==================== faxi_rd_burst
faxi_rd_burst, port wiring:
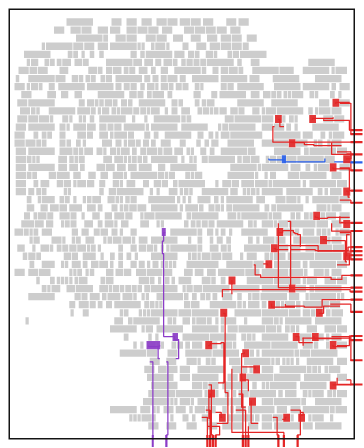

$ cat src/rtl/faxi_rd_burst.sv
// faxi_rd_burst: AXI4 slave read-burst sequencer with 1-cycle-latency memory port.
//   faxi_addr     : next beat address for FIXED / INCR / WRAP bursts
//     i_addr, i_size, i_burst, i_len -> o_next_addr
//   faxi_rd_burst : AR accept, per-beat memory read issue, 2-entry R output FIFO
//     i_clk, i_reset            clock, async active-high reset
//     AR: i_axi_arvalid/o_axi_arready, i_axi_arid, i_axi_araddr, i_axi_arlen, i_axi_arsize, i_axi_arburst
//     R : o_axi_rvalid/i_axi_rready, o_axi_rid, o_axi_rdata, o_axi_rresp, o_axi_rlast
//     MEM: o_mem_rd, o_mem_addr, i_mem_rdata (valid the cycle after o_mem_rd)
module faxi_addr #(
    parameter int AW = 32
) (
    input  logic [AW-1:0] i_addr,
    input  logic [2:0]    i_size,
    input  logic [1:0]    i_burst,
    input  logic [7:0]    i_len,
    output logic [AW-1:0] o_next_addr
);
    logic [AW-1:0] step, aligned, incr, wmask;
    always_comb begin
        step        = AW'(1) << i_size;
        aligned     = i_addr & ~(step - AW'(1));
        incr        = aligned + step;
        wmask       = ((AW'(i_len) + AW'(1)) << i_size) - AW'(1);
        o_next_addr = i_burst == 2'b00 ? i_addr :
                      i_burst == 2'b10 ? (aligned & ~wmask) | (incr & wmask) : incr;
    end
endmodule

module faxi_rd_burst #(
    parameter int AW  = 32,
    parameter int DW  = 32,
    parameter int IDW = 4
) (
    input  logic           i_clk,
    input  logic           i_reset,
    input  logic           i_axi_arvalid,
    output logic           o_axi_arready,
    input  logic [IDW-1:0] i_axi_arid,
    input  logic [AW-1:0]  i_axi_araddr,
    input  logic [7:0]     i_axi_arlen,
    input  logic [2:0]     i_axi_arsize,
    input  logic [1:0]     i_axi_arburst,
    output logic           o_axi_rvalid,
    input  logic           i_axi_rready,
    output logic [IDW-1:0] o_axi_rid,
    output logic [DW-1:0]  o_axi_rdata,
    output logic [1:0]     o_axi_rresp,
    output logic           o_axi_rlast,
    output logic           o_mem_rd,
    output logic [AW-1:0]  o_mem_addr,
    input  logic [DW-1:0]  i_mem_rdata
);
    typedef enum logic {IDLE, BURST} state_t;
    localparam logic [2:0] SZ_MAX = 3'($clog2(DW/8));

    state_t         state_q;
    logic [IDW-1:0] id_q;
    logic [AW-1:0]  addr_q, next_addr;
    logic [7:0]     len_q;
    logic [2:0]     size_q;
    logic [1:0]     burst_q, cnt_q, cnt_d;
    logic [8:0]     beats_q;
    logic           err_q, infl_q, infl_last_q, wp_q, rp_q;
    logic [DW-1:0]  fd_q [2];
    logic           fl_q [2];
    logic           ar_hs, r_hs, ar_err, issue;
    logic [2:0]     credit;

    faxi_addr #(.AW(AW)) u_addr (
        .i_addr      (addr_q),
        .i_size      (size_q),
        .i_burst     (burst_q),
        .i_len       (len_q),
        .o_next_addr (next_addr)
    );

    assign o_axi_arready = state_q == IDLE;
    assign ar_hs         = i_axi_arvalid && o_axi_arready;
    assign o_axi_rvalid  = cnt_q != 2'd0;
    assign r_hs          = o_axi_rvalid && i_axi_rready;
    assign o_axi_rdata   = fd_q[rp_q];
    assign o_axi_rlast   = o_axi_rvalid && fl_q[rp_q];
    assign o_axi_rid     = id_q;
    assign o_axi_rresp   = err_q ? 2'b10 : 2'b00;
    assign ar_err        = i_axi_arburst == 2'b11 || i_axi_arsize > SZ_MAX ||
                           (i_axi_arburst == 2'b10 && !(i_axi_arlen inside {8'd1, 8'd3, 8'd7, 8'd15}));
    // Credit counts this cycle's pop as already freed so a held-high rready sustains one beat per cycle;
    // anything issued now lands two edges later, by which point it still fits in the 2-entry FIFO.
    assign credit        = {1'b0, cnt_q} + {2'b0, infl_q} - {2'b0, r_hs};
    assign issue         = state_q == BURST && beats_q != 9'd0 && credit < 3'd2;
    assign o_mem_rd      = issue && !err_q;
    assign o_mem_addr    = addr_q;
    assign cnt_d         = cnt_q + {1'b0, infl_q} - {1'b0, r_hs};

    always_ff @(posedge i_clk or posedge i_reset) begin
        if (i_reset) begin
            state_q     <= IDLE;
            id_q        <= '0;
            addr_q      <= '0;
            len_q       <= '0;
            size_q      <= '0;
            burst_q     <= '0;
            beats_q     <= '0;
            err_q       <= 1'b0;
            infl_q      <= 1'b0;
            infl_last_q <= 1'b0;
            wp_q        <= 1'b0;
            rp_q        <= 1'b0;
            cnt_q       <= '0;
            fd_q        <= '{default: '0};
            fl_q        <= '{default: 1'b0};
        end else begin
            if (state_q == IDLE && ar_hs) begin
                state_q <= BURST;
                id_q    <= i_axi_arid;
                addr_q  <= i_axi_araddr;
                len_q   <= i_axi_arlen;
                size_q  <= i_axi_arsize;
                burst_q <= i_axi_arburst;
                beats_q <= {1'b0, i_axi_arlen} + 9'd1;
                err_q   <= ar_err;
            end
            if (issue) begin
                addr_q  <= next_addr;
                beats_q <= beats_q - 9'd1;
            end
            if (state_q == BURST && r_hs && o_axi_rlast)
                state_q <= IDLE;
            // Error beats ride the same one-cycle slot as a memory read but carry zero data.
            infl_q      <= issue;
            infl_last_q <= issue && beats_q == 9'd1;
            if (infl_q) begin
                fd_q[wp_q] <= err_q ? '0 : i_mem_rdata;
                fl_q[wp_q] <= infl_last_q;
                wp_q       <= ~wp_q;
            end
            if (r_hs)
                rp_q <= ~rp_q;
            cnt_q <= cnt_d;
        end
    end
endmodule
$ cat config.mk
export PLATFORM = sky130hd
export DESIGN_NAME = faxi_rd_burst
export DESIGN_NICKNAME = d
export VERILOG_FILES = /design/src/rtl/faxi_rd_burst.sv
export SDC_FILE = /design/constraint.sdc
export NUM_CORES = 1
export LEC_CHECK = 0
export CORE_ASPECT_RATIO = 1.25
export CORE_UTILIZATION = 51
export DETAILED_ROUTE_END_ITERATION = 10
export GPL_ROUTABILITY_DRIVEN = 0
export PLACE_DENSITY = 0.84
export SLEW_MARGIN = 5
export SYNTH_ARGS = -nofsm -noshare
export SYNTH_HDL_FRONTEND = slang
export SYNTH_SLANG_ARGS = --single-unit
$ cat constraint.sdc
create_clock -name i_clk -period 8.1 [get_ports i_clk]
set_input_delay 0.81 -clock i_clk [delete_from_list [all_inputs] [get_ports i_clk]]
set_output_delay 0.81 -clock i_clk [all_outputs]
set_load 0.005 [all_outputs]
==================== ddr_rdcapture
[src/rtl/ddr_rdcapture.sv]
// DDR read capture: times BL4 reads through a latency shift register, pairs the
// captured beats into burst words and queues them in a small first-in first-out buffer.
module ddr_rdcapture #(
  parameter int BANK_WIDTH = 16,
  parameter int RD_LATENCY = 5,
  parameter int FIFO_DEPTH = 4
) (
  input  logic                    clk,
  input  logic                    rst_n,
  input  logic                    rd_cmd,
  input  logic [BANK_WIDTH-1:0]   q0,
  input  logic [BANK_WIDTH-1:0]   q1,
  output logic [4*BANK_WIDTH-1:0] rd_data,
  output logic                    rd_valid,
  input  logic                    rd_ready,
  output logic                    busy,
  output logic                    overflow,
  output logic                    cmd_err
);

  localparam int AW = $clog2(FIFO_DEPTH);
  localparam int WW = 4 * BANK_WIDTH;
  localparam logic [AW:0]   FULL_COUNT = (AW + 1)'(FIFO_DEPTH);
  localparam logic [AW:0]   CNT_ONE    = 1;
  localparam logic [AW-1:0] PTR_ONE    = 1;

  logic [RD_LATENCY-1:0]   pipe;
  logic                    b_pend;
  logic [2*BANK_WIDTH-1:0] pair_a;

  logic [WW-1:0] mem [FIFO_DEPTH];
  logic [AW-1:0] rd_ptr, wr_ptr, next_rd_ptr;
  logic [AW:0]   count, next_count;
  logic          cmd_ok, pop, push, push_ok;
  logic [WW-1:0] push_word;

  // pipe[0] high means a command was accepted last cycle, so it doubles as the spacing guard
  always_comb begin
    cmd_ok      = rd_cmd & ~pipe[0];
    pop         = rd_valid & rd_ready;
    push        = b_pend;
    push_word   = {q1, q0, pair_a};
    push_ok     = push & ((count != FULL_COUNT) | pop);
    next_rd_ptr = pop ? rd_ptr + PTR_ONE : rd_ptr;
    next_count  = count;
    unique case ({push_ok, pop})
      2'b10:   next_count = count + CNT_ONE;
      2'b01:   next_count = count - CNT_ONE;
      default: next_count = count;
    endcase
  end

  assign busy = (|pipe) | b_pend;

  always_ff @(posedge clk or negedge rst_n) begin
    if (!rst_n) begin
      pipe    <= '0;
      b_pend  <= 1'b0;
      pair_a  <= '0;
      cmd_err <= 1'b0;
    end else begin
      pipe    <= {pipe[RD_LATENCY-2:0], cmd_ok};
      b_pend  <= pipe[RD_LATENCY-1];
      cmd_err <= cmd_err | (rd_cmd & pipe[0]);
      if (pipe[RD_LATENCY-1]) begin
        pair_a <= {q1, q0};
      end
    end
  end

  // The head register is loaded from the word being written when that word becomes the next head
  always_ff @(posedge clk or negedge rst_n) begin
    if (!rst_n) begin
      for (int i = 0; i < FIFO_DEPTH; i++) begin
        mem[i] <= '0;
      end
      rd_ptr   <= '0;
      wr_ptr   <= '0;
      count    <= '0;
      overflow <= 1'b0;
      rd_valid <= 1'b0;
      rd_data  <= '0;
    end else begin
      if (push_ok) begin
        mem[wr_ptr] <= push_word;
        wr_ptr      <= wr_ptr + PTR_ONE;
      end
      rd_ptr   <= next_rd_ptr;
      count    <= next_count;
      overflow <= overflow | (push & ~push_ok);
      rd_valid <= (next_count != '0);
      if (next_count == '0) begin
        rd_data <= '0;
      end else if (push_ok && (wr_ptr == next_rd_ptr)) begin
        rd_data <= push_word;
      end else begin
        rd_data <= mem[next_rd_ptr];
      end
    end
  end

endmodule

[config.mk]
export PLATFORM = sky130hd
export DESIGN_NAME = ddr_rdcapture
export DESIGN_NICKNAME = d
export VERILOG_FILES = /design/src/rtl/ddr_rdcapture.sv
export SDC_FILE = /design/constraint.sdc
export NUM_CORES = 1
export LEC_CHECK = 0
export CORE_MARGIN = 8
export CORE_UTILIZATION = 55
export CTS_CLUSTER_SIZE = 10
export DETAILED_ROUTE_END_ITERATION = 16
export HOLD_SLACK_MARGIN = 0.1
export PLACE_DENSITY_LB_ADDON = 0.15
export SLEW_MARGIN = 20
export SYNTH_ARGS = -nofsm -noshare
export SYNTH_HDL_FRONTEND = slang
export SYNTH_SLANG_ARGS = --single-unit
[constraint.sdc]
create_clock -name clk -period 2.8 [get_ports clk]
set_clock_uncertainty 0.1 [all_clocks]
set_input_delay 0.28 -clock clk [delete_from_list [all_inputs] [get_ports clk]]
set_output_delay 0.28 -clock clk [all_outputs]
set_load 0.1 [all_outputs]
faxi_rd_burst, clock network drawn from the DEF:
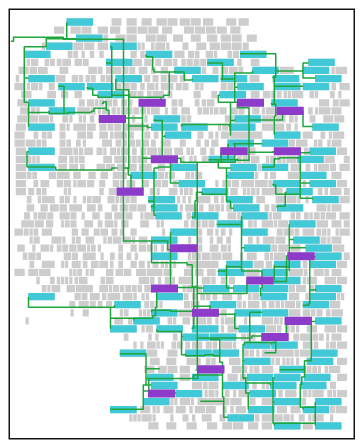
- clock wires: green (length 1730 um)
- clock drivers: purple (count 17)
- flip-flops: cyan (count 132)
- routed clock nets: 18
- flops lie: spread over the die

About 'port wiring' of faxi_rd_burst:
- i_mem_rdata: red (direction input; end cells 32; wire 861 um)
- i_axi_arburst: purple (direction input; end cells 4; wire 111 um)
- o_axi_arready: blue (direction output; end cells 1; wire 26.6 um)
# port buffers: 157
I/O pin count: 159

==> impl_metrics.json, faxi_rd_burst <==
{
  "ff_type": "dfrtp_1",
  "fmax_mhz": 214,
  "max-cap-violations": 0,
  "status": "completed",
  "cts_setup_buffers": 0,
  "arrival_ps": 4980,
  "dp_cells": 1285,
  "syn_avg_cell_area_um2": 8.47,
  "timing.hold.ws_ps": 473,
  "slowest_delay_ps": 480,
  "tightest_slew_ps": 896,
  "sh_seq_area_pct": 31.4,
  "cp_slowest_cell": "clkdlybuf4s50_1",
  "vdd_ir_drop_max_v": 0.000275,
  "drc": 0,
  "top_cell": "nand2_1",
  "top_area_share_pct": 40.1,
  "p_per_area_mw_per_mm2": 444,
  "topCellsByArea": "dfrtp_1 40%, nand2_1 7.3%, o21ai_0 6.3%",
  "htreeDepth": 4,
  "crit_buf_inv": 5,
  "min_period_over_period_pct": 57.6
}
-- faxi_rd_burst: cell families (layout without fill, tap and decap cells) --
logic type      after synthesis  after routing
simple gates                406            406
compound gates              259            259
flops                       132            132
buf+inv                      88            220
mux                          45             45
xor+xnor                     25             25
fa+ha+maj                    17             17
other cells                   1              1
-- faxi_rd_burst: layer usage --
| metal | GRT usage [%] | up-vias | wire, um |
|---|---|---|---|
| met4 | 10.6 | 0 | 599 |
| met1 | 33.3 | 3697 | 9240 |
| met5 | 0 | - | 0 |
| li1 | - | 3706 | - |
| met2 | 50.2 | 272 | 11700 |
| met3 | 5.66 | 54 | 1300 |
-- faxi_rd_burst: power groups by stage --
stage,Sequential [mW],Combinational [mW],Clock (mW)
floorplan,1.13,1.78,0
global placement,1.28,2.45,0
detailed placement,1.29,2.51,0
CTS,1.29,2.53,0.843
global route,1.34,2.82,0.874
finish,1.29,2.55,0.834
-- faxi_rd_burst: registers in the layout, summed over array words and instances, names as in the netlist --
name,flops
infl_q,1
wp_q,1
fd_q,64
len_q,8
beats_q,9
burst_q,2
o_axi_rid,4
infl_last_q,1
o_mem_addr,32
size_q,3
rp_q,1
fl_q,2
err_q,1
cnt_q,2
state_q,1
ddr_rdcapture, ports around the boundary:
Pins as bars across the die edge, other pins in gray.
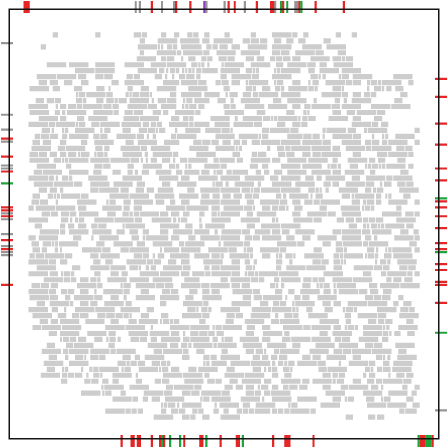
- rd_ready: purple (pins 1; direction input; edge top)
- q0: green (pins 16; direction input; edge 9 bottom, 3 right, 3 top, 1 left)
- rd_data: red (pins 64; direction output; edge 23 bottom, 17 right, 15 top, 9 left)

==> impl_metrics.json, ddr_rdcapture <==
{
  "slew_violations": 0,
  "power_mw": 28.3,
  "io_buffers": 103,
  "synth.distinct_cells": 39,
  "gp_congestion": 0.753,
  "dr.first_iter.drc_count": 822,
  "top_cell": "dfrtp_1",
  "drtAntennaViolNets": 0,
  "final_cell_mix": "364 x dfrtp_1, 289 x mux2_2, 90 x buf_4, 70 x nand2_1, 67 x nor2_1",
  "p_per_area_mw_per_mm2": 1390,
  "setup.worst_path.start": "rd_valid",
  "edf_count": 0,
  "p_leak_nw": 8.71,
  "root_buffer": "clkbuf_16",
  "clk_latency_ps": 530,
  "floorplan.nets": 1471,
  "met3_length_um": 1580,
  "routed_wirelength_um": 42400,
  "grt_max_degree": 145,
  "avgViaCountPerCell": 6.37,
  "vdd_ir_drop_max_v": 0.000986,
  "layout.cells.most_common": "dfrtp_1",
  "path_depth": 8,
  "wl_met2_um": 21100,
  "fp_util_pct": 55.8,
  "largest_register_ffs": 256,
  "place_hpwl_um": 25100,
  "worstPathCellList": "and3b_1 > inv_1 > fa_1 > a32o_1 > mux2_2 > a32o_4 > buf_12 > a21oi_1",
  "synth_area_mm2": 0.0176,
  "fin_util_pct": 64.3,
  "instances_no_fill": 1899,
  "grt_antenna_before_repair": 1,
  "synth-seq-cells": 368,
  "arrival_ps": 2910,
  "yosys.area.top_type": "dfrtp_1",
  "fmax_mhz": 390,
  "cts_made_buffers": 43,
  "fin_setup_tns_ps": 0,
  "htreeDepth": 2,
  "dieArea_mm2": 0.0380,
  "topCellsByArea": "dfrtp_1 52%, mux2_2 18%, mux2i_1 3.7%",
  "ys_seq_share_pct": 52.3,
  "finalSetupViolations": 0,
  "status": "completed",
  "dr_total_vias": 12099
}
[ddr_rdcapture: cells by family after synthesis]
group | Yosys count | synth area share [%]
buffers and inverters | 145 | 3.65
multiplexers | 354 | 22.2
AND/OR/NAND/NOR | 280 | 7.96
AND-OR/OR-AND | 271 | 13.2
adder cells (fa/ha/maj) | 5 | 0.398
flip-flops | 368 | 52.3
XOR/XNOR | 7 | 0.348
[ddr_rdcapture: timing repair]
item / CTS / global route
hold endpoints to repair: 66 / 0
setup endpoints to repair: 0 / 0
hold buffers: 1 / 0
[ddr_rdcapture: per-layer routing]
metal | vias to the layer above | GRT usage (%)
met5 | - | 0
met4 | 0 | 7.19
met3 | 70 | 3.40
met2 | 242 | 37.7
met1 | 6313 | 29.0
li1 | 5474 | -
[ddr_rdcapture: layout make-up]
type                       instances  area (um2)  share of cell area [%]
clock inverter                     1        8.76                  0.0432
antenna                            1        2.50                  0.0123
clock buffer                      52        1160                    5.73
inverter                           7        26.3                   0.130
tap                              402         503                    2.48
sequential                       368        9220                    45.5
timing repair buffer             151        1540                    7.60
multi-input combinational        917        7810                    38.5
[ddr_rdcapture: power by group]
group	switching [mW]	internal, mW
clock network	2.02	2.87
logic	8.18	5.69
registers	1.62	7.88


==> layout pictures side by side <==
Placed standard cells.
picture 1
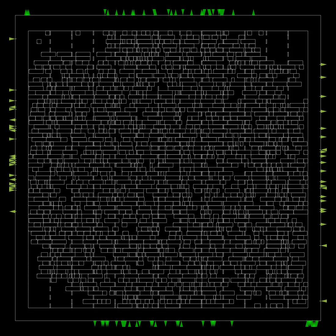
picture 2
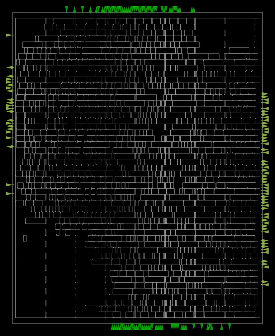
| picture | from |
|---|---|
| picture 2 | faxi_rd_burst |
| picture 1 | ddr_rdcapture |
The one with the most sequential cells is picture 1.
The one with the most cells is picture 1.

Power is estimated from default activity; no workload was simulated.
